==================== ctrl_packet_rx
### Sequential cells colored by netlist name, ctrl_packet_rx

The bar under the picture is 20 µm long. Other sequential cells in the stronger gray, the rest of the logic in the fainter gray.
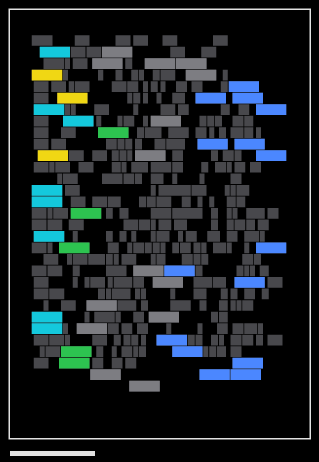

===== src/rtl/ctrl_packet_rx.sv =====
// Purpose : host-to-FPGA command deframer; pops {cmd[2:0],len[4:0]} + len payload bytes from the
//           input FIFO and presents header, then payload, on valid/ready handshakes.
// Latency : header valid 2 cycles after its FIFO read is accepted; each payload byte likewise;
//           the FIFO is read at most once every 2 cycles.
// Backpressure: no FIFO read is issued while a header or payload byte waits for its ready, so
//           a stalled consumer loses nothing; a FIFO that stays empty mid-payload aborts the packet.
//
// Ports:
//   clk_i / reset_n_i                 single clock, synchronous active-low reset
//   rd_in_fifo_clk_o                  FIFO read clock (= clk_i)
//   rd_in_fifo_en_o                   FIFO read strobe; read accepted when en=1 and empty=0
//   rd_in_fifo_data_i                 FIFO data, valid the cycle after an accepted read
//   rd_in_fifo_empty_i                FIFO empty flag
//   hdr_valid_o/hdr_ready_i           header handshake, fields on hdr_cmd_o / hdr_len_o
//   pl_valid_o/pl_ready_i             payload handshake, byte on pl_data_o, pl_last_o on final byte
//   abort_o                           1-cycle pulse when a packet is truncated by timeout
//   led_ctrl_err_o                    sticky error (oversize header or timeout)
module ctrl_packet_rx #(
  parameter int MAX_LEN     = 31,
  parameter int TIMEOUT_CYC = 24576
) (
  input  logic       clk_i,
  input  logic       reset_n_i,
  output logic       rd_in_fifo_clk_o,
  output logic       rd_in_fifo_en_o,
  input  logic [7:0] rd_in_fifo_data_i,
  input  logic       rd_in_fifo_empty_i,
  output logic       hdr_valid_o,
  input  logic       hdr_ready_i,
  output logic [2:0] hdr_cmd_o,
  output logic [4:0] hdr_len_o,
  output logic       pl_valid_o,
  input  logic       pl_ready_i,
  output logic [7:0] pl_data_o,
  output logic       pl_last_o,
  output logic       abort_o,
  output logic       led_ctrl_err_o
);

  localparam int            TW        = (TIMEOUT_CYC > 2) ? $clog2(TIMEOUT_CYC) : 1;
  localparam logic [TW-1:0] TO_LAST   = TW'(TIMEOUT_CYC - 1);
  // Six bits so the oversize compare stays meaningful even when MAX_LEN is 31.
  localparam logic [5:0]    MAX_LEN_W = 6'(MAX_LEN);

  typedef enum logic [2:0] {
    S_HDR_RD  = 3'd0,
    S_HDR_CAP = 3'd1,
    S_HDR_OUT = 3'd2,
    S_PL_RD   = 3'd3,
    S_PL_CAP  = 3'd4,
    S_PL_OUT  = 3'd5,
    S_DROP    = 3'd6
  } state_t;

  state_t        r_state;
  logic          r_arm;        // a read may be issued this cycle (cleared while data is in flight)
  logic [4:0]    r_cnt;        // payload bytes still owed for the current packet
  logic [TW-1:0] r_tcnt;       // consecutive empty cycles while waiting for a payload byte
  logic [2:0]    r_cmd;
  logic [4:0]    r_len;
  logic          r_hdr_vld;
  logic [7:0]    r_pl_dat;
  logic          r_pl_vld;
  logic          r_pl_last;
  logic          r_abort;
  logic          r_err;

  state_t        w_state_nxt;
  logic          w_arm_nxt;
  logic [4:0]    w_cnt_nxt;
  logic [TW-1:0] w_tcnt_nxt;
  logic [2:0]    w_cmd_nxt;
  logic [4:0]    w_len_nxt;
  logic          w_hdr_vld_nxt;
  logic [7:0]    w_pl_dat_nxt;
  logic          w_pl_vld_nxt;
  logic          w_pl_last_nxt;
  logic          w_abort_nxt;
  logic          w_err_nxt;

  logic          w_rd_en;
  logic          w_oversize;

  // Reads are suppressed while reset is asserted so a byte popped in the reset
  // cycle cannot be silently lost; after reset the first byte is a header.
  assign w_rd_en    = r_arm & ~rd_in_fifo_empty_i & reset_n_i;
  assign w_oversize = ({1'b0, rd_in_fifo_data_i[4:0]} > MAX_LEN_W);

  always_comb begin
    w_state_nxt   = r_state;
    w_arm_nxt     = r_arm;
    w_cnt_nxt     = r_cnt;
    w_tcnt_nxt    = r_tcnt;
    w_cmd_nxt     = r_cmd;
    w_len_nxt     = r_len;
    w_hdr_vld_nxt = r_hdr_vld;
    w_pl_dat_nxt  = r_pl_dat;
    w_pl_vld_nxt  = r_pl_vld;
    w_pl_last_nxt = r_pl_last;
    w_abort_nxt   = 1'b0;
    w_err_nxt     = r_err;

    case (r_state)
      S_HDR_RD: begin
        if (w_rd_en) begin
          w_arm_nxt   = 1'b0;
          w_state_nxt = S_HDR_CAP;
        end else begin
          w_arm_nxt   = 1'b1;
        end
      end

      S_HDR_CAP: begin
        w_cmd_nxt = rd_in_fifo_data_i[7:5];
        w_len_nxt = rd_in_fifo_data_i[4:0];
        if (w_oversize) begin
          // Length is above MAX_LEN, hence at least 1: cnt never starts at 0 in DROP.
          w_err_nxt   = 1'b1;
          w_cnt_nxt   = rd_in_fifo_data_i[4:0];
          w_arm_nxt   = 1'b1;
          w_state_nxt = S_DROP;
        end else begin
          w_hdr_vld_nxt = 1'b1;
          w_state_nxt   = S_HDR_OUT;
        end
      end

      S_HDR_OUT: begin
        if (hdr_ready_i) begin
          w_hdr_vld_nxt = 1'b0;
          w_arm_nxt     = 1'b1;
          if (r_len == 5'd0) begin
            w_state_nxt = S_HDR_RD;
          end else begin
            w_cnt_nxt   = r_len;
            w_tcnt_nxt  = '0;
            w_state_nxt = S_PL_RD;
          end
        end
      end

      S_PL_RD: begin
        if (w_rd_en) begin
          w_arm_nxt   = 1'b0;
          w_tcnt_nxt  = '0;
          w_state_nxt = S_PL_CAP;
        end else if (rd_in_fifo_empty_i) begin
          // An accepted read needs a non-empty FIFO, so a read always beats the timeout.
          if (r_tcnt == TO_LAST) begin
            w_abort_nxt = 1'b1;
            w_err_nxt   = 1'b1;
            w_tcnt_nxt  = '0;
            w_arm_nxt   = 1'b1;
            w_state_nxt = S_HDR_RD;
          end else begin
            w_tcnt_nxt  = r_tcnt + TW'(1);
          end
        end
      end

      S_PL_CAP: begin
        w_pl_dat_nxt  = rd_in_fifo_data_i;
        w_pl_vld_nxt  = 1'b1;
        w_pl_last_nxt = (r_cnt == 5'd1);
        w_state_nxt   = S_PL_OUT;
      end

      S_PL_OUT: begin
        if (pl_ready_i) begin
          w_pl_vld_nxt  = 1'b0;
          w_pl_last_nxt = 1'b0;
          w_arm_nxt     = 1'b1;
          // r_cnt is at least 1 here, so the decrement cannot wrap.
          w_cnt_nxt     = r_cnt - 5'd1;
          if (r_cnt == 5'd1) begin
            w_state_nxt = S_HDR_RD;
          end else begin
            w_tcnt_nxt  = '0;
            w_state_nxt = S_PL_RD;
          end
        end
      end

      S_DROP: begin
        // Alternates read / capture exactly like the payload path, but the byte is
        // thrown away and an empty FIFO is waited out indefinitely.
        if (w_rd_en) begin
          w_arm_nxt = 1'b0;
          w_cnt_nxt = r_cnt - 5'd1;
        end else if (!r_arm) begin
          w_arm_nxt = 1'b1;
          if (r_cnt == 5'd0) begin
            w_state_nxt = S_HDR_RD;
          end
        end
      end

      default: begin
        w_arm_nxt   = 1'b0;
        w_state_nxt = S_HDR_RD;
      end
    endcase
  end

  always_ff @(posedge clk_i) begin
    if (!reset_n_i) begin
      r_state   <= S_HDR_RD;
      r_arm     <= 1'b0;
      r_cnt     <= '0;
      r_tcnt    <= '0;
      r_cmd     <= '0;
      r_len     <= '0;
      r_hdr_vld <= 1'b0;
      r_pl_dat  <= '0;
      r_pl_vld  <= 1'b0;
      r_pl_last <= 1'b0;
      r_abort   <= 1'b0;
      r_err     <= 1'b0;
    end else begin
      r_state   <= w_state_nxt;
      r_arm     <= w_arm_nxt;
      r_cnt     <= w_cnt_nxt;
      r_tcnt    <= w_tcnt_nxt;
      r_cmd     <= w_cmd_nxt;
      r_len     <= w_len_nxt;
      r_hdr_vld <= w_hdr_vld_nxt;
      r_pl_dat  <= w_pl_dat_nxt;
      r_pl_vld  <= w_pl_vld_nxt;
      r_pl_last <= w_pl_last_nxt;
      r_abort   <= w_abort_nxt;
      r_err     <= w_err_nxt;
    end
  end

  assign rd_in_fifo_clk_o = clk_i;
  assign rd_in_fifo_en_o  = w_rd_en;
  assign hdr_valid_o      = r_hdr_vld;
  assign hdr_cmd_o        = r_cmd;
  assign hdr_len_o        = r_len;
  assign pl_valid_o       = r_pl_vld;
  assign pl_data_o        = r_pl_dat;
  assign pl_last_o        = r_pl_last;
  assign abort_o          = r_abort;
  assign led_ctrl_err_o   = r_err;

endmodule


===== config.mk =====
export PLATFORM = sky130hd
export DESIGN_NAME = ctrl_packet_rx
export DESIGN_NICKNAME = d
export VERILOG_FILES = /design/src/rtl/ctrl_packet_rx.sv
export SDC_FILE = /design/constraint.sdc
export NUM_CORES = 1
export LEC_CHECK = 0
export CAP_MARGIN = 20
export CORE_ASPECT_RATIO = 1.5
export CORE_MARGIN = 5
export CORE_UTILIZATION = 43
export DETAILED_ROUTE_END_ITERATION = 16
export PLACE_DENSITY = 0.66
export REMOVE_ABC_BUFFERS = 1
export SYNTH_ARGS = -nofsm -noshare
export SYNTH_HDL_FRONTEND = slang
export SYNTH_SLANG_ARGS = --single-unit

===== constraint.sdc =====
create_clock -name clk_i -period 2.9 [get_ports clk_i]
set_input_delay 0.58 -clock clk_i [delete_from_list [all_inputs] [get_ports clk_i]]
set_output_delay 0.58 -clock clk_i [all_outputs]
set_load 0.01 [all_outputs]

==================== rtype_issue_stage_flat
`src/rtl/rtype_pkg.sv`:
```
// rtype_pkg: shared definitions for the R-type issue stage.
//   - opcode / funct constants for the supported instructions
//   - decoded_t: the decoded form of one instruction word
//   - decode(): instruction word -> decoded_t
package rtype_pkg;

    localparam logic [5:0] OP_RTYPE = 6'b000000;
    localparam logic [5:0] OP_ADDI  = 6'b001000;

    localparam logic [5:0] F_ADD = 6'b100000;
    localparam logic [5:0] F_SUB = 6'b100010;
    localparam logic [5:0] F_SRL = 6'b000010;

    // uses_rs / uses_rt say whether the operand comes from the register
    // file; when clear, operand A is zero and operand B is the sign-extended
    // immediate.
    typedef struct packed {
        logic [4:0] src_a;
        logic [4:0] src_b;
        logic [4:0] dest;
        logic [4:0] shamt;
        logic [5:0] funct;
        logic       uses_rs;
        logic       uses_rt;
        logic       legal;
    } decoded_t;

    function automatic decoded_t decode(input logic [31:0] w);
        decoded_t d;
        d.src_a   = w[25:21];
        d.src_b   = w[20:16];
        d.dest    = 5'd0;
        d.shamt   = 5'd0;
        d.funct   = 6'd0;
        d.uses_rs = 1'b0;
        d.uses_rt = 1'b0;
        d.legal   = 1'b0;
        if (w[31:26] == OP_RTYPE) begin
            if (w[5:0] == F_ADD || w[5:0] == F_SUB) begin
                d.uses_rs = 1'b1;
                d.uses_rt = 1'b1;
                d.legal   = 1'b1;
                d.dest    = w[15:11];
                d.shamt   = w[10:6];
                d.funct   = w[5:0];
            end else if (w[5:0] == F_SRL) begin
                d.uses_rt = 1'b1;
                d.legal   = 1'b1;
                d.dest    = w[15:11];
                d.shamt   = w[10:6];
                d.funct   = F_SRL;
            end
        end else if (w[31:26] == OP_ADDI) begin
            d.uses_rs = 1'b1;
            d.legal   = 1'b1;
            d.dest    = w[20:16];
            d.funct   = F_ADD;
        end
        return d;
    endfunction

endpackage

```
`src/rtl/rtype_issue_stage_if.sv`:
```
// rtype_issue_stage_if: instruction handshake into the issue stage.
//   instr_valid  producer -> stage  instr holds a valid instruction
//   instr        producer -> stage  32-bit MIPS instruction word
//   instr_ready  stage -> producer  stage accepts instr this cycle
// Handshake: a transfer happens on a rising edge where instr_valid and
// instr_ready are both high; instr must be stable while instr_valid is high,
// and instr_ready may depend combinationally on instr/instr_valid.
interface rtype_issue_stage_if;
    logic        instr_valid;
    logic        instr_ready;
    logic [31:0] instr;

    modport master (output instr_valid, output instr, input instr_ready);
    modport slave  (input instr_valid, input instr, output instr_ready);
endinterface

```
`src/rtl/rtype_regfile.sv`:
```
// rtype_regfile: 32 x DATA_W register file.
//   clk, rst          clock, asynchronous active-high reset (clears all)
//   raddr_a/rdata_a   asynchronous read port A
//   raddr_b/rdata_b   asynchronous read port B
//   we/waddr/wdata    synchronous write port
// Register 0 is never written and always reads as zero.
module rtype_regfile #(
    parameter int DATA_W = 32
) (
    input  logic              clk,
    input  logic              rst,
    input  logic [4:0]        raddr_a,
    output logic [DATA_W-1:0] rdata_a,
    input  logic [4:0]        raddr_b,
    output logic [DATA_W-1:0] rdata_b,
    input  logic              we,
    input  logic [4:0]        waddr,
    input  logic [DATA_W-1:0] wdata
);
    logic [DATA_W-1:0] mem [32];

    always_ff @(posedge clk or posedge rst) begin
        if (rst) begin
            for (int i = 0; i < 32; i++) mem[i] <= '0;
        end else if (we && waddr != 5'd0) begin
            mem[waddr] <= wdata;
        end
    end

    assign rdata_a = (raddr_a == 5'd0) ? '0 : mem[raddr_a];
    assign rdata_b = (raddr_b == 5'd0) ? '0 : mem[raddr_b];
endmodule

```
`src/rtl/rtype_issue_stage.sv`:
```
// rtype_issue_stage: issue/writeback stage in front of a combinational ALU.
// Decodes add/sub/srl/addi, reads the register file, registers operands
// onto alu_*, and writes alu_rd back one cycle later.
// Ports:
//   clk, rst              clock, asynchronous active-high reset
//   in_if (slave)         instr_valid / instr_ready / instr handshake
//   stall                 freezes the pipeline while high
//   alu_rs/alu_rt/alu_shamt/alu_funct  registered ALU inputs
//   alu_rd                ALU result for the current alu_* values
//   wb_valid/wb_addr/wb_data  pulse describing the write on the last edge
//   illegal               pulse: an unsupported instruction was consumed
//   retired               completed legal instructions (wraps)
// Build option: define RTYPE_ISSUE_FWD_EN to bypass alu_rd into the operand
// mux; without it a dependent instruction is held off for one cycle.
module rtype_issue_stage
    import rtype_pkg::*;
#(
    parameter int DATA_W = 32,
    parameter int CNT_W  = 16
) (
    input  logic               clk,
    input  logic               rst,
    rtype_issue_stage_if.slave in_if,
    input  logic               stall,
    output logic [DATA_W-1:0]  alu_rs,
    output logic [DATA_W-1:0]  alu_rt,
    output logic [4:0]         alu_shamt,
    output logic [5:0]         alu_funct,
    input  logic [DATA_W-1:0]  alu_rd,
    output logic               wb_valid,
    output logic [4:0]         wb_addr,
    output logic [DATA_W-1:0]  wb_data,
    output logic               illegal,
    output logic [CNT_W-1:0]   retired
);
    decoded_t          dec;
    logic              ex_valid;
    logic [4:0]        ex_dest;
    logic [DATA_W-1:0] rf_a, rf_b;
    logic [DATA_W-1:0] src_a_val, src_b_val;
    logic [DATA_W-1:0] op_a, op_b, imm_ext;
    logic              hazard_a, hazard_b;
    logic              accept, wr_en;

    assign dec     = decode(in_if.instr);
    assign imm_ext = {{(DATA_W-16){in_if.instr[15]}}, in_if.instr[15:0]};

    // The ex-stage instruction writes alu_rd on the next unstalled edge.
    assign wr_en = ex_valid && !stall;

    rtype_regfile #(.DATA_W(DATA_W)) u_rf (
        .clk     (clk),
        .rst     (rst),
        .raddr_a (dec.src_a),
        .rdata_a (rf_a),
        .raddr_b (dec.src_b),
        .rdata_b (rf_b),
        .we      (wr_en),
        .waddr   (ex_dest),
        .wdata   (alu_rd)
    );

    // A source depends on the in-flight result when it names the ex-stage
    // destination; $0 never carries a dependency.
    assign hazard_a = dec.uses_rs && ex_valid && (ex_dest != 5'd0) && (dec.src_a == ex_dest);
    assign hazard_b = dec.uses_rt && ex_valid && (ex_dest != 5'd0) && (dec.src_b == ex_dest);

`ifdef RTYPE_ISSUE_FWD_EN
    assign src_a_val         = hazard_a ? alu_rd : rf_a;
    assign src_b_val         = hazard_b ? alu_rd : rf_b;
    assign in_if.instr_ready = !stall;
`else
    // Hold the dependent instruction for one cycle; by then the result is
    // in the register file and ex_valid has dropped.
    assign src_a_val         = rf_a;
    assign src_b_val         = rf_b;
    assign in_if.instr_ready = !stall && !(in_if.instr_valid && (hazard_a || hazard_b));
`endif

    assign op_a   = dec.uses_rs ? src_a_val : '0;
    assign op_b   = dec.uses_rt ? src_b_val : imm_ext;
    assign accept = in_if.instr_valid && in_if.instr_ready;

    always_ff @(posedge clk or posedge rst) begin
        if (rst) begin
            ex_valid  <= 1'b0;
            ex_dest   <= 5'd0;
            alu_rs    <= '0;
            alu_rt    <= '0;
            alu_shamt <= 5'd0;
            alu_funct <= 6'd0;
            wb_valid  <= 1'b0;
            wb_addr   <= 5'd0;
            wb_data   <= '0;
            illegal   <= 1'b0;
            retired   <= '0;
        end else if (!stall) begin
            ex_valid <= accept && dec.legal;
            illegal  <= accept && !dec.legal;
            if (accept && dec.legal) begin
                alu_rs    <= op_a;
                alu_rt    <= op_b;
                alu_shamt <= dec.shamt;
                alu_funct <= dec.funct;
                ex_dest   <= dec.dest;
            end
            wb_valid <= ex_valid;
            if (ex_valid) begin
                wb_addr <= ex_dest;
                wb_data <= alu_rd;
                retired <= retired + CNT_W'(1);
            end
        end else begin
            // Stalled edge: ex state and counter hold, no write is reported.
            wb_valid <= 1'b0;
            illegal  <= 1'b0;
        end
    end
endmodule

```
`src/flat_wrapper.sv`:
```
// flat-port wrapper written by rule: the top's interface ports become plain ports
module rtype_issue_stage_flat import rtype_pkg::*;
#(
    parameter int DATA_W = 32,
    parameter int CNT_W  = 16
)
  (clk, rst, stall, alu_rs, alu_rt, alu_shamt, alu_funct, alu_rd, wb_valid, wb_addr, wb_data, illegal, retired, in_if_instr_valid, in_if_instr, in_if_instr_ready);
  rtype_issue_stage_if in_if_i ();
  input  logic clk;
  input  logic rst;
  input  logic stall;
  output logic [DATA_W-1:0] alu_rs;
  output logic [DATA_W-1:0] alu_rt;
  output logic [4:0] alu_shamt;
  output logic [5:0] alu_funct;
  input  logic [DATA_W-1:0] alu_rd;
  output logic wb_valid;
  output logic [4:0] wb_addr;
  output logic [DATA_W-1:0] wb_data;
  output logic illegal;
  output logic [CNT_W-1:0] retired;
  input wire logic [$bits(in_if_i.instr_valid)-1:0] in_if_instr_valid;
  input wire logic [$bits(in_if_i.instr)-1:0] in_if_instr;
  output wire logic [$bits(in_if_i.instr_ready)-1:0] in_if_instr_ready;
  assign in_if_i.instr_valid = in_if_instr_valid;
  assign in_if_i.instr = in_if_instr;
  assign in_if_instr_ready = in_if_i.instr_ready;
  rtype_issue_stage #(.DATA_W(DATA_W), .CNT_W(CNT_W)) u_core (.clk(clk), .rst(rst), .in_if(in_if_i), .stall(stall), .alu_rs(alu_rs), .alu_rt(alu_rt), .alu_shamt(alu_shamt), .alu_funct(alu_funct), .alu_rd(alu_rd), .wb_valid(wb_valid), .wb_addr(wb_addr), .wb_data(wb_data), .illegal(illegal), .retired(retired));
endmodule
```
`config.mk`:
```
export PLATFORM = sky130hd
export DESIGN_NAME = rtype_issue_stage_flat
export DESIGN_NICKNAME = d
export VERILOG_FILES = /design/src/rtl/rtype_pkg.sv /design/src/rtl/rtype_issue_stage_if.sv /design/src/rtl/rtype_regfile.sv /design/src/rtl/rtype_issue_stage.sv /design/src/flat_wrapper.sv
export SDC_FILE = /design/constraint.sdc
export NUM_CORES = 2
export LEC_CHECK = 0
export CAP_MARGIN = 30
export CORE_AREA = 3 3 371 300
export CTS_CLUSTER_DIAMETER = 50
export CTS_CLUSTER_SIZE = 8
export DETAILED_ROUTE_END_ITERATION = 10
export DIE_AREA = 0 0 374 303
export PLACE_DENSITY_LB_ADDON = 0.05
export SLEW_MARGIN = 0
export SYNTH_ARGS = -nofsm -noshare
export SYNTH_HDL_FRONTEND = slang
export SYNTH_SLANG_ARGS = --single-unit
```
`constraint.sdc`:
```
create_clock -name clk -period 90.7 [get_ports clk]
set_input_delay 22.675 -clock clk [delete_from_list [all_inputs] [get_ports clk]]
set_output_delay 22.675 -clock clk [all_outputs]
set_load 0.1 [all_outputs]
```
==================== if_fetch_queue
==> src/rtl/if_fetch_queue_pkg.sv <==
// Shared types and constants for the if_fetch_queue instruction-fetch stage.
package if_fetch_queue_pkg;

    localparam int unsigned XLEN  = 32;
    localparam int unsigned EXC_W = 5;

    localparam logic [EXC_W-1:0] EXC_NONE = 5'd0;
    localparam logic [EXC_W-1:0] EXC_ADEL = 5'd4;

    localparam logic [XLEN-1:0] DEF_RESET_PC   = 32'h0000_3000;
    localparam logic [XLEN-1:0] DEF_HANDLER_PC = 32'h0000_4180;

    typedef enum logic [0:0] {
        ST_FETCH        = 1'b0,
        ST_SLOT_PENDING = 1'b1
    } fetch_state_e;

    // One queued fetch: 32 + 32 + 5 = 69 bits
    typedef struct packed {
        logic [XLEN-1:0]  pc;
        logic [XLEN-1:0]  instr;
        logic [EXC_W-1:0] exccode;
    } fq_entry_t;

    // Misaligned or outside the legal instruction window
    function automatic logic fetch_addr_bad(input logic [XLEN-1:0] pc,
                                            input logic [XLEN-1:0] lo,
                                            input logic [XLEN-1:0] hi);
        return (pc[1:0] != 2'b00) || (pc < lo) || (pc > hi);
    endfunction

endpackage

==> src/rtl/if_fetch_queue_fifo.sv <==
// DEPTH-entry ring buffer of fetch entries with push/pop and two flush flavours.
module if_fetch_queue_fifo
    import if_fetch_queue_pkg::*;
#(
    parameter int unsigned DEPTH = 4
) (
    input  logic      clk_i,
    input  logic      reset_i,
    input  logic      push_i,
    input  fq_entry_t push_data_i,
    input  logic      pop_i,
    input  logic      flush_all_i,
    input  logic      flush_keep_head_i,
    output fq_entry_t head_o,
    output logic      empty_o,
    output logic      full_o
);

    localparam int unsigned PTR_W = $clog2(DEPTH);
    localparam int unsigned CNT_W = $clog2(DEPTH + 1);

    fq_entry_t        mem_q [DEPTH];
    logic [PTR_W-1:0] rd_ptr_q, rd_ptr_d;
    logic [PTR_W-1:0] wr_ptr_q, wr_ptr_d;
    logic [CNT_W-1:0] count_q, count_d;

    // Flushes win over push/pop; keep-head assumes a non-empty queue
    always_comb begin
        rd_ptr_d = rd_ptr_q;
        wr_ptr_d = wr_ptr_q;
        count_d  = count_q;
        if (flush_all_i) begin
            wr_ptr_d = rd_ptr_q;
            count_d  = '0;
        end else if (flush_keep_head_i) begin
            wr_ptr_d = rd_ptr_q + PTR_W'(1);
            count_d  = CNT_W'(1);
        end else begin
            if (push_i) wr_ptr_d = wr_ptr_q + PTR_W'(1);
            if (pop_i)  rd_ptr_d = rd_ptr_q + PTR_W'(1);
            case ({push_i, pop_i})
                2'b10:   count_d = count_q + CNT_W'(1);
                2'b01:   count_d = count_q - CNT_W'(1);
                default: count_d = count_q;
            endcase
        end
    end

    always_ff @(posedge clk_i) begin
        if (reset_i) begin
            rd_ptr_q <= '0;
            wr_ptr_q <= '0;
            count_q  <= '0;
        end else begin
            rd_ptr_q <= rd_ptr_d;
            wr_ptr_q <= wr_ptr_d;
            count_q  <= count_d;
        end
    end

    // Storage is data-only; validity lives in count_q
    always_ff @(posedge clk_i) begin
        if (push_i && !flush_all_i && !flush_keep_head_i) begin
            mem_q[wr_ptr_q] <= push_data_i;
        end
    end

    assign head_o  = mem_q[rd_ptr_q];
    assign empty_o = (count_q == '0);
    assign full_o  = (count_q == CNT_W'(DEPTH));

endmodule

==> src/rtl/if_fetch_queue.sv <==
// Queued instruction-fetch stage: PC, delay-slot-aware redirect, interrupt flush, AdEL tagging.
// Define IF_FETCH_BYPASS_EN to forward the current fetch straight to ID when the queue is empty.
module if_fetch_queue
    import if_fetch_queue_pkg::*;
#(
    parameter int unsigned     DEPTH      = 4,
    parameter logic [XLEN-1:0] RESET_PC   = DEF_RESET_PC,
    parameter logic [XLEN-1:0] HANDLER_PC = DEF_HANDLER_PC,
    parameter logic [XLEN-1:0] ADDR_LO    = 32'h0000_3000,
    parameter logic [XLEN-1:0] ADDR_HI    = 32'h0000_6ffc
) (
    input  logic             clk_i,
    input  logic             reset_i,
    input  logic             req_i,
    input  logic             redirect_valid_i,
    input  logic [XLEN-1:0]  redirect_pc_i,
    input  logic             id_branch_i,
    output logic [XLEN-1:0]  im_addr_o,
    input  logic [XLEN-1:0]  im_rdata_i,
    output logic             deq_valid_o,
    input  logic             deq_ready_i,
    output logic [XLEN-1:0]  deq_pc_o,
    output logic [XLEN-1:0]  deq_instr_o,
    output logic [EXC_W-1:0] deq_exccode_o,
    output logic             deq_bd_o
);

    fetch_state_e    state_q, state_d;
    logic [XLEN-1:0] pc_q, pc_d;
    logic [XLEN-1:0] target_q, target_d;

    fq_entry_t fetch_entry, head;
    logic      fifo_empty, fifo_full;
    logic      push, pop, flush_all, flush_keep_head;
    logic      bypass_act, deq_fire;

    // Tag the word at the current PC; a faulting fetch never exposes memory data
    always_comb begin
        fetch_entry.pc = pc_q;
        if (fetch_addr_bad(pc_q, ADDR_LO, ADDR_HI)) begin
            fetch_entry.instr   = '0;
            fetch_entry.exccode = EXC_ADEL;
        end else begin
            fetch_entry.instr   = im_rdata_i;
            fetch_entry.exccode = EXC_NONE;
        end
    end

`ifdef IF_FETCH_BYPASS_EN
    assign bypass_act = fifo_empty && (state_q == ST_FETCH) && !req_i && !redirect_valid_i;
`else
    assign bypass_act = 1'b0;
`endif

    always_comb begin
        deq_valid_o   = 1'b0;
        deq_pc_o      = '0;
        deq_instr_o   = '0;
        deq_exccode_o = '0;
        if (bypass_act) begin
            deq_valid_o   = 1'b1;
            deq_pc_o      = fetch_entry.pc;
            deq_instr_o   = fetch_entry.instr;
            deq_exccode_o = fetch_entry.exccode;
        end else if (!fifo_empty) begin
            deq_valid_o   = 1'b1;
            deq_pc_o      = head.pc;
            deq_instr_o   = head.instr;
            deq_exccode_o = head.exccode;
        end
    end

    assign deq_bd_o  = deq_valid_o & id_branch_i;
    assign deq_fire  = deq_valid_o & deq_ready_i;
    assign im_addr_o = pc_q;

    always_ff @(posedge clk_i) begin
        if (reset_i) begin
            state_q  <= ST_FETCH;
            pc_q     <= RESET_PC;
            target_q <= '0;
        end else begin
            state_q  <= state_d;
            pc_q     <= pc_d;
            target_q <= target_d;
        end
    end

    always_comb begin
        state_d = state_q;
        if (req_i) begin
            state_d = ST_FETCH;
        end else begin
            case (state_q)
                ST_FETCH:        if (redirect_valid_i && fifo_empty) state_d = ST_SLOT_PENDING;
                ST_SLOT_PENDING: state_d = ST_FETCH;
                default:         state_d = ST_FETCH;
            endcase
        end
    end

    // With an empty queue the current PC is the delay slot, so it is held and the target parked
    always_comb begin
        pc_d            = pc_q;
        target_d        = target_q;
        push            = 1'b0;
        pop             = 1'b0;
        flush_all       = 1'b0;
        flush_keep_head = 1'b0;
        if (req_i) begin
            flush_all = 1'b1;
            pc_d      = HANDLER_PC;
        end else begin
            pop = deq_fire && !bypass_act;
            case (state_q)
                ST_FETCH: begin
                    if (redirect_valid_i) begin
                        if (fifo_empty) begin
                            target_d = redirect_pc_i;
                        end else begin
                            pc_d            = redirect_pc_i;
                            flush_all       = deq_fire;
                            flush_keep_head = !deq_fire;
                        end
                    end else if (!fifo_full || deq_fire) begin
                        push = !(bypass_act && deq_ready_i);
                        pc_d = pc_q + 32'd4;
                    end
                end
                ST_SLOT_PENDING: begin
                    push = 1'b1;
                    pc_d = target_q;
                end
                default: ;
            endcase
        end
    end

    if_fetch_queue_fifo #(
        .DEPTH (DEPTH)
    ) u_fifo (
        .clk_i             (clk_i),
        .reset_i           (reset_i),
        .push_i            (push),
        .push_data_i       (fetch_entry),
        .pop_i             (pop),
        .flush_all_i       (flush_all),
        .flush_keep_head_i (flush_keep_head),
        .head_o            (head),
        .empty_o           (fifo_empty),
        .full_o            (fifo_full)
    );

endmodule

==> config.mk <==
export PLATFORM = sky130hd
export DESIGN_NAME = if_fetch_queue
export DESIGN_NICKNAME = d
export VERILOG_FILES = /design/src/rtl/if_fetch_queue_pkg.sv /design/src/rtl/if_fetch_queue_fifo.sv /design/src/rtl/if_fetch_queue.sv
export SDC_FILE = /design/constraint.sdc
export NUM_CORES = 1
export LEC_CHECK = 0
export ABC_AREA = 1
export ABC_CLOCK_PERIOD_IN_PS = 8400
export CAP_MARGIN = 20
export CORE_MARGIN = 2
export CORE_UTILIZATION = 35
export CTS_BUF_LIST = sky130_fd_sc_hd__clkbuf_2
export DETAILED_ROUTE_END_ITERATION = 8
export PLACE_DENSITY = 0.5
export SLEW_MARGIN = 20
export SYNTH_ARGS = -nofsm -noshare
export SYNTH_HDL_FRONTEND = slang
export SYNTH_HIERARCHICAL = 1
export SYNTH_SLANG_ARGS = --single-unit
==> constraint.sdc <==
create_clock -name clk_i -period 8.4 [get_ports clk_i]
set_input_delay 1.26 -clock clk_i [delete_from_list [all_inputs] [get_ports clk_i]]
set_output_delay 1.26 -clock clk_i [all_outputs]
set_load 0.05 [all_outputs]
==================== pattern_sweep_gen
File: config.mk
export PLATFORM = sky130hd
export DESIGN_NAME = pattern_sweep_gen
export DESIGN_NICKNAME = d
export VERILOG_FILES = /design/src/rtl/pattern_sweep_gen.sv
export SDC_FILE = /design/constraint.sdc
export NUM_CORES = 1
export LEC_CHECK = 0
export CORE_MARGIN = 8
export CORE_UTILIZATION = 55
export CTS_CLUSTER_DIAMETER = 30
export DETAILED_ROUTE_END_ITERATION = 8
export GPL_TIMING_DRIVEN = 1
export PLACE_DENSITY = 0.8
export SLEW_MARGIN = 20
export SYNTH_ARGS = -nofsm -noshare
export SYNTH_HDL_FRONTEND = slang
export SYNTH_SLANG_ARGS = --single-unit
File: constraint.sdc
create_clock -name clk -period 5.8 [get_ports clk]
set_input_delay 1.16 -clock clk [delete_from_list [all_inputs] [get_ports clk]]
set_output_delay 1.16 -clock clk [all_outputs]
set_load 0.01 [all_outputs]
File: src/rtl/pattern_sweep_gen.sv
// Exhaustive odometer-order stimulus generator: sweeps N_CH channels through 0..lim
// (ascending or descending) and emits each combination under a valid/ready handshake.
module pattern_sweep_gen #(
    parameter int N_CH  = 5,
    parameter int WIDTH = 16,
    parameter int IDX_W = N_CH * WIDTH
) (
    input  logic                    clk,
    input  logic                    rst,
    input  logic                    start,
    input  logic                    abort,
    input  logic [WIDTH-1:0]        lim,
    input  logic                    mode,
    input  logic                    out_ready,
    output logic                    out_valid,
    output logic [N_CH*WIDTH-1:0]   out_data,
    output logic                    out_last,
    output logic [IDX_W-1:0]        out_idx,
    output logic                    busy,
    output logic                    done
);

    typedef enum logic {
        S_IDLE = 1'b0,
        S_RUN  = 1'b1
    } state_e;

    state_e                  state_q, state_d;
    logic [WIDTH-1:0]        lim_q, lim_d;
    logic                    mode_q, mode_d;
    logic [N_CH*WIDTH-1:0]   data_q, data_d;
    logic [IDX_W-1:0]        idx_q, idx_d;
    logic                    done_q, done_d;

    logic [N_CH*WIDTH-1:0]   data_step;
    logic                    all_end;

    // Odometer step: the fastest channel (highest index) moves first; a channel
    // sitting at its end value wraps and passes the carry to the next slower one.
    always_comb begin
        logic             carry;
        logic [WIDTH-1:0] ch;
        logic [WIDTH-1:0] end_val;
        logic [WIDTH-1:0] wrap_val;
        // NOTE: every variable written here gets a default first so no latch is inferred.
        carry     = 1'b1;
        ch        = '0;
        end_val   = mode_q ? '0 : lim_q;
        wrap_val  = mode_q ? lim_q : '0;
        all_end   = 1'b1;
        data_step = data_q;
        for (int k = N_CH - 1; k >= 0; k--) begin
            ch = data_q[k*WIDTH +: WIDTH];
            if (ch != end_val) begin
                all_end = 1'b0;
            end
            if (carry) begin
                if (ch == end_val) begin
                    data_step[k*WIDTH +: WIDTH] = wrap_val;
                end else begin
                    data_step[k*WIDTH +: WIDTH] = mode_q ? (ch - 1'b1) : (ch + 1'b1);
                    carry = 1'b0;
                end
            end
        end
    end

    always_comb begin
        state_d = state_q;
        lim_d   = lim_q;
        mode_d  = mode_q;
        data_d  = data_q;
        idx_d   = idx_q;
        done_d  = 1'b0;
        case (state_q)
            S_IDLE: begin
                if (start && !abort) begin
                    state_d = S_RUN;
                    lim_d   = lim;
                    mode_d  = mode;
                    data_d  = mode ? {N_CH{lim}} : '0;
                    idx_d   = '0;
                end
            end
            S_RUN: begin
                // abort wins over a simultaneous accept; the beat is simply not followed.
                if (abort) begin
                    state_d = S_IDLE;
                end else if (out_ready) begin
                    if (all_end) begin
                        state_d = S_IDLE;
                        done_d  = 1'b1;
                    end else begin
                        data_d = data_step;
                        idx_d  = idx_q + 1'b1;
                    end
                end
            end
            default: state_d = S_IDLE;
        endcase
    end

    always_ff @(posedge clk) begin
        // NOTE: sequential state uses non-blocking assignments so all registers update together.
        if (rst) begin
            state_q <= S_IDLE;
            lim_q   <= '0;
            mode_q  <= 1'b0;
            data_q  <= '0;
            idx_q   <= '0;
            done_q  <= 1'b0;
        end else begin
            state_q <= state_d;
            lim_q   <= lim_d;
            mode_q  <= mode_d;
            data_q  <= data_d;
            idx_q   <= idx_d;
            done_q  <= done_d;
        end
    end

    // out_last is qualified by RUN so it stays low while idle with a stale pattern.
    assign out_valid = (state_q == S_RUN);
    assign busy      = (state_q == S_RUN);
    assign out_last  = (state_q == S_RUN) && all_end;
    assign out_data  = data_q;
    assign out_idx   = idx_q;
    assign done      = done_q;

endmodule


==> layout pictures side by side <==
The clock network.
(a)
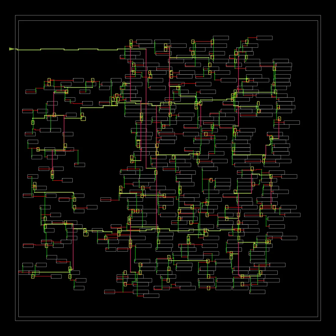
(b)
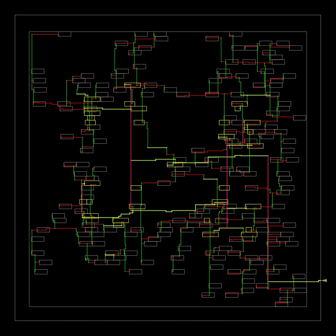
(c)
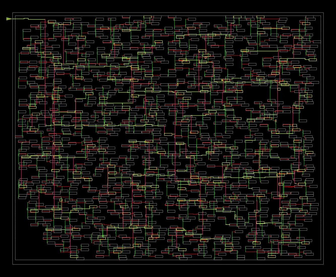
The one with the most sequential cells is (c).
The one with the fewest sequential cells is (b).
if_fetch_queue: (a)
pattern_sweep_gen: (b)
rtype_issue_stage_flat: (c)

### Cell density map, if_fetch_queue

The bar under the picture is 50 µm long. The die is cut into 22 by 22 equal tiles; dark purple is low, yellow is high, 0 to 100% covered.
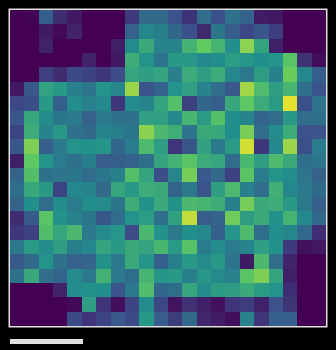
emptiest ninth of the die = north-west
nearly empty tiles = 11%
mean over tiles = 38%

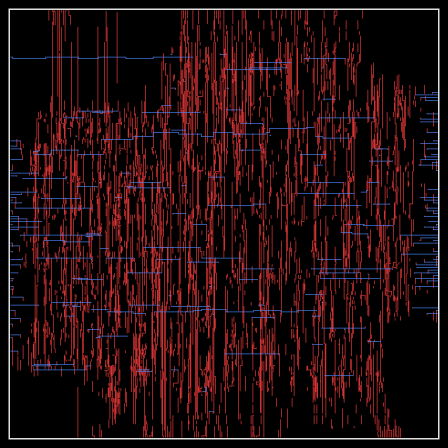
*Routed metal, one color a layer, if_fetch_queue*
Two of the layers only.
red -> met2  # wire length 19,800 µm
blue -> met3  # wire length 2,100 µm

==> Slide: Implementation Results, if_fetch_queue <==
Key Metrics from the Run

STA
  • Sum Neg Setup Slack: 0 ps
  • Slew @ Worst Pin: 1080 ps
  • Final setup fails: 0
  • Count of pins over their slew limit: 0
  • Fin crit period: 5560 ps
  • Hold slack: ~460 ps
  • FMAX: ~0.18 GHz

Synth
  • Synth warnings: 6
  • Sequential area share after synthesis: 0.622
  • Commonest cells in the netlist: nor2_1 (350), edfxtp_1 (276), nand2_1 (192), inv_1 (165), o21ai_0 (134)
  • Post-synth top flop: edfxtp_1
  • Unique cell types: ~43
  • Mux share: 0

Final layout
  • Register area: slightly below 10,000 µm²
  • Flop share of the area: 0.530
  • Plain + repair buffers: 188
  • Comb area share: 0.253
  • Logic area: about 4700 µm²

Clock tree
  • H-tree level count: 3
  • Clk latency late pin: slightly below 1000 ps
  • PostCTS Resize Cnt: 0

Routing
  • Wire length on met2: just under 20,000 µm
  • Drt initial violations: 640
  • Detailed Route WL: 41,500 µm

Hold path
  • Worst min-delay path class: reg2reg
  • Worst hold stages: 2

Pwr
  • Clock share of power: 0.321
  • Sw Ratio: 0.278
  • Switch Pwr: about 950 µW
  • PnR Total Power: 3.42 mW

Global route
  • First-pass GRT wire length: 64,400 µm
  • Largest net degree at the start of global routing: 101

Worst setup path
  • Setup crit end kind: output pin
  • R2R Path End: u_fifo/mem_q[3][60]
  • Slowest cell on the critical path: clkdlybuf4s50_1
  • CP Launch Type: flip-flop
  • Crit-path most repeated cell: nor2_1
  • CP max stage delay: 870 ps
  • CP max FO: about 89
  • Req. time, crit path: approximately 7100 ps

Floorplanning
  • Well Taps: slightly below 600
  • Die width: between 200 and 250 µm

Flow run
  • Tool warning count: 32

Place
  • Placed cell areas: 17,700 µm²

Status
  • Status: finished clean
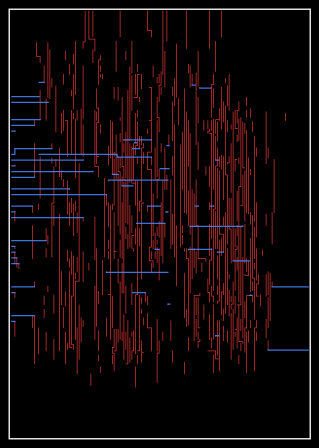
*Routed metal, one color a layer, ctrl_packet_rx*
Two of the layers only.
red -> met2  # wire length 3,080 µm
blue -> met3  # wire length 295 µm

## Picture notes: 'Sequential cells colored by netlist name' of ctrl_packet_rx
cyan -> pl_data_o  # sequential cells 8
blue -> r_tcnt  # sequential cells 15
yellow -> hdr_cmd_o  # sequential cells 3
green -> hdr_len_o  # sequential cells 5
not colored = 14

==> Slide: Implementation Results, ctrl_packet_rx <==
Key Metrics from the Run

Final layout
  • Signal buf overhead: 0.146
  • CLK BUF: 11
  • FILL cells: ~520
  • Area Overhead vs Synth: 24.4%
  • Flop Count: 45
  • Reg with most FFs: r_tcnt
  • Nets@finish: roughly 340
  • Flop share of the area: 0.305
  • Largest register FFs: 15
  • Plain + repair buffers: around 46
  • Combinational gate count: 215

STA
  • Count of pins over their slew limit: 0
  • Clock Skews: 2.94 ps
  • Hold Fails Final Rpt: 0
  • Hold slack: between 400 and 500 ps

Synth
  • Yosys Chip Area: about 2400 µm²
  • Synth logic family: simple AND/OR/NAND/NOR gates
  • Yosys reg bits: 45
  • Fraction of registers with async set or reset after synthesis: 0
  • Sequential area share after synthesis: 0.379
  • Xor and xnor area share after synthesis: 0

Place
  • Setup WS pre-CTS: about 230 ps
  • GPL Wtd Cong: roughly 0.95
  • I/O Buffers: 35

Clock tree
  • Clk latency late pin: 400 ps
  • PostCTS Resize Cnt: 0

Pwr
  • PnR Total Power: 1.69 mW
  • Combinational Power: around 430 µW
  • Clock share of power: 0.316

Worst setup path
  • R2R setup slack: 710 ps
  • Crit-path most repeated cell: clkbuf_8
  • Slowest cell on the critical path: clkdlybuf4s50_1
  • Req. time, crit path: between 2000 and 2500 ps
  • R2R Path End: r_tcnt[1]
  • Worst EP arrival: roughly 2100 ps
  • Reg2reg start: r_state[2]

Routing
  • Post-route ant nets: 0
  • Detailed Route WL: 6090 µm
  • Metal-1 WL: 2500 µm

Hold path
  • Endpoint, Worst Hold: hdr_valid_o
  • Worst hold stages: 2
  • Worst min-delay path class: reg2reg

Status
  • Status: finished clean
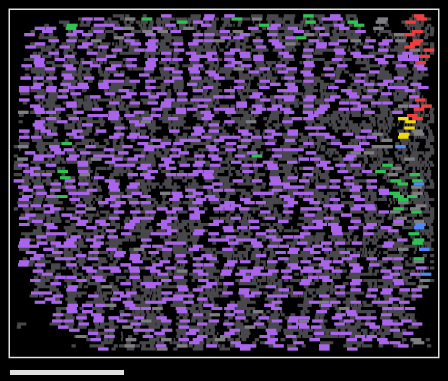
*Sequential cells colored by netlist name, rtype_issue_stage_flat*
The bar under the picture is 100 µm long. Other sequential cells in the stronger gray, the rest of the logic in the fainter gray.
yellow -> u_core.wb_addr  # sequential cells 5
green -> u_core.alu_rt  # sequential cells 32, where spread over the die
purple -> u_core.u_rf.mem  # sequential cells 1,024, where spread over the die
red -> u_core.retired  # sequential cells 16, where north-east
blue -> u_core.alu_funct  # sequential cells 6
not colored = 77

==> Slide: Implementation Results, rtype_issue_stage_flat <==
Key Metrics from the Run

Clock tree
  • # clock sinks: ~1,200
  • H-tree level count: 4
  • PostCTS Resize Cnt: 0
  • Post-CTS Setup Bufs: 0

Status
  • Status: finished clean

Routing
  • Via density: between 7 and 8
  • Drt pass-1 iters: 8

STA
  • Count of pins over their slew limit: 0
  • Final setup fails: 0

Synth
  • Ys cells: roughly 4,000
  • Post-synth EDFFs: 0
  • Complex Gates by Area: 0.0446

Floorplanning
  • Well Taps: around 1,400

Global route
  • First-pass GRT wire length: 287,000 µm
  • GR Util All Layers: 0.349
  • Grt met2 use: 0.520

Final layout
  • Share of post-route cells with drive strength above 1: 0.454
  • Combinational gate count: about 2,400
  • Diode count: 5

Place
  • Placed cell areas: just over 60,000 µm²

Hold path
  • Worst min-delay path class: reg2reg

Pwr
  • LEAKAGE: between 30 and 40 nW
  • Clock group power: around 550 µW
  • PnR Total Power: between 1 and 1.5 mW

Worst setup path
  • WP buf/inv: 2
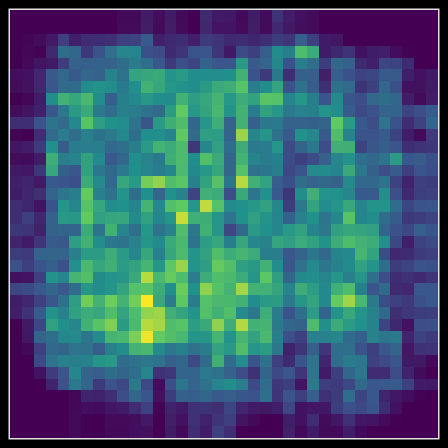
*Signal metal coverage by tile, pattern_sweep_gen*
The die is cut into 36 by 36 equal tiles; dark purple is low, yellow is high, scaled to the fullest tile. Values are wire area over tile area, all layers added.
densest ninth of the die = center
nearly empty tiles = 9.4%
fullest tile = 0.96
emptiest ninth of the die = north-east
mean over tiles = 0.32
tiles over half the peak = 25%

==> Slide: Implementation Results, pattern_sweep_gen <==
Key Metrics from the Run

Routing
  • Top sig layer: met5
  • Vias: 16,600

Synth
  • Max-area cell share: 0.247
  • Synth logic family: AND-OR/OR-AND gates
  • Commonest cells in the netlist: nor2_1 (197), nand2_1 (188), dfxtp_1 (179), a21oi_1 (175), o21ai_0 (115)
  • Post-synth EDFFs: 0

Worst setup path
  • Worst EP arrival: slightly below 4000 ps
  • Reg2reg start: mode_q
  • Crit-path cells: buf_4, o21ba_2, o32ai_1, nand4_1, nor4_4, nand2_2, nor2_1, clkdlybuf4s50_1

Place
  • Inst Count DP: about 2,400

Pwr
  • Main power group: sequential cells
  • PnR Total Power: approximately 3.4 mW

Final layout
  • Final Cell Area: 17,100 µm²
  • Flop share of the area: 0.210
  • Combinational gate count: 1,579
  • Final std cells w/o fill: approximately 2,400
  • Comb area share: 0.598

Clock tree
  • H-tree level count: 4

STA
  • Slew HR: 0.358
  • Sum Neg Setup Slack: 0 ps

Global route
  • Grt met2 use: 0.534

Status
  • Status: finished clean


==> screenshots <==
Signal metal coverage by tile.
panel A
The die is cut into 37 by 30 equal tiles; dark purple is low, yellow is high, scaled to the fullest tile. Values are wire area over tile area, all layers added.
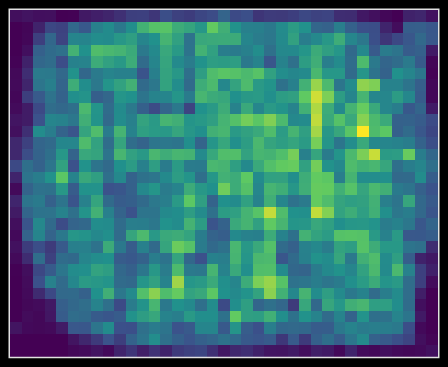
panel B
The die is cut into 22 by 22 equal tiles; dark purple is low, yellow is high, scaled to the fullest tile. Values are wire area over tile area, all layers added.
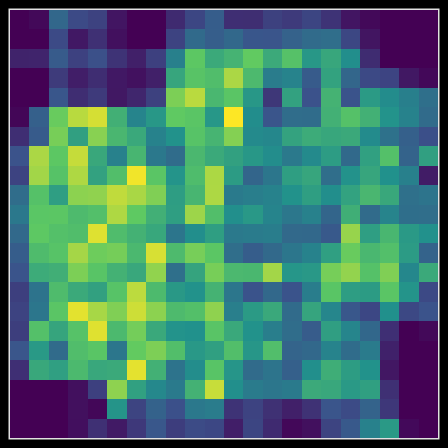
panel C
The die is cut into 14 by 20 equal tiles; dark purple is low, yellow is high, scaled to the fullest tile. Values are wire area over tile area, all layers added.
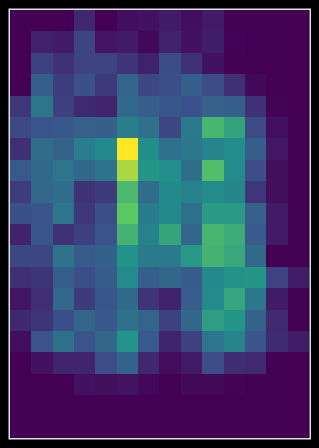
panel C: ctrl_packet_rx
panel A: rtype_issue_stage_flat
panel B: if_fetch_queue

Key to panel C:
fullest tile = 0.66
tiles over half the peak = 8.6%
mean over tiles = 0.14
nearly empty tiles = 26%
densest ninth of the die = center

Power figures rest on the tool's default switching activity, not on a simulated workload.
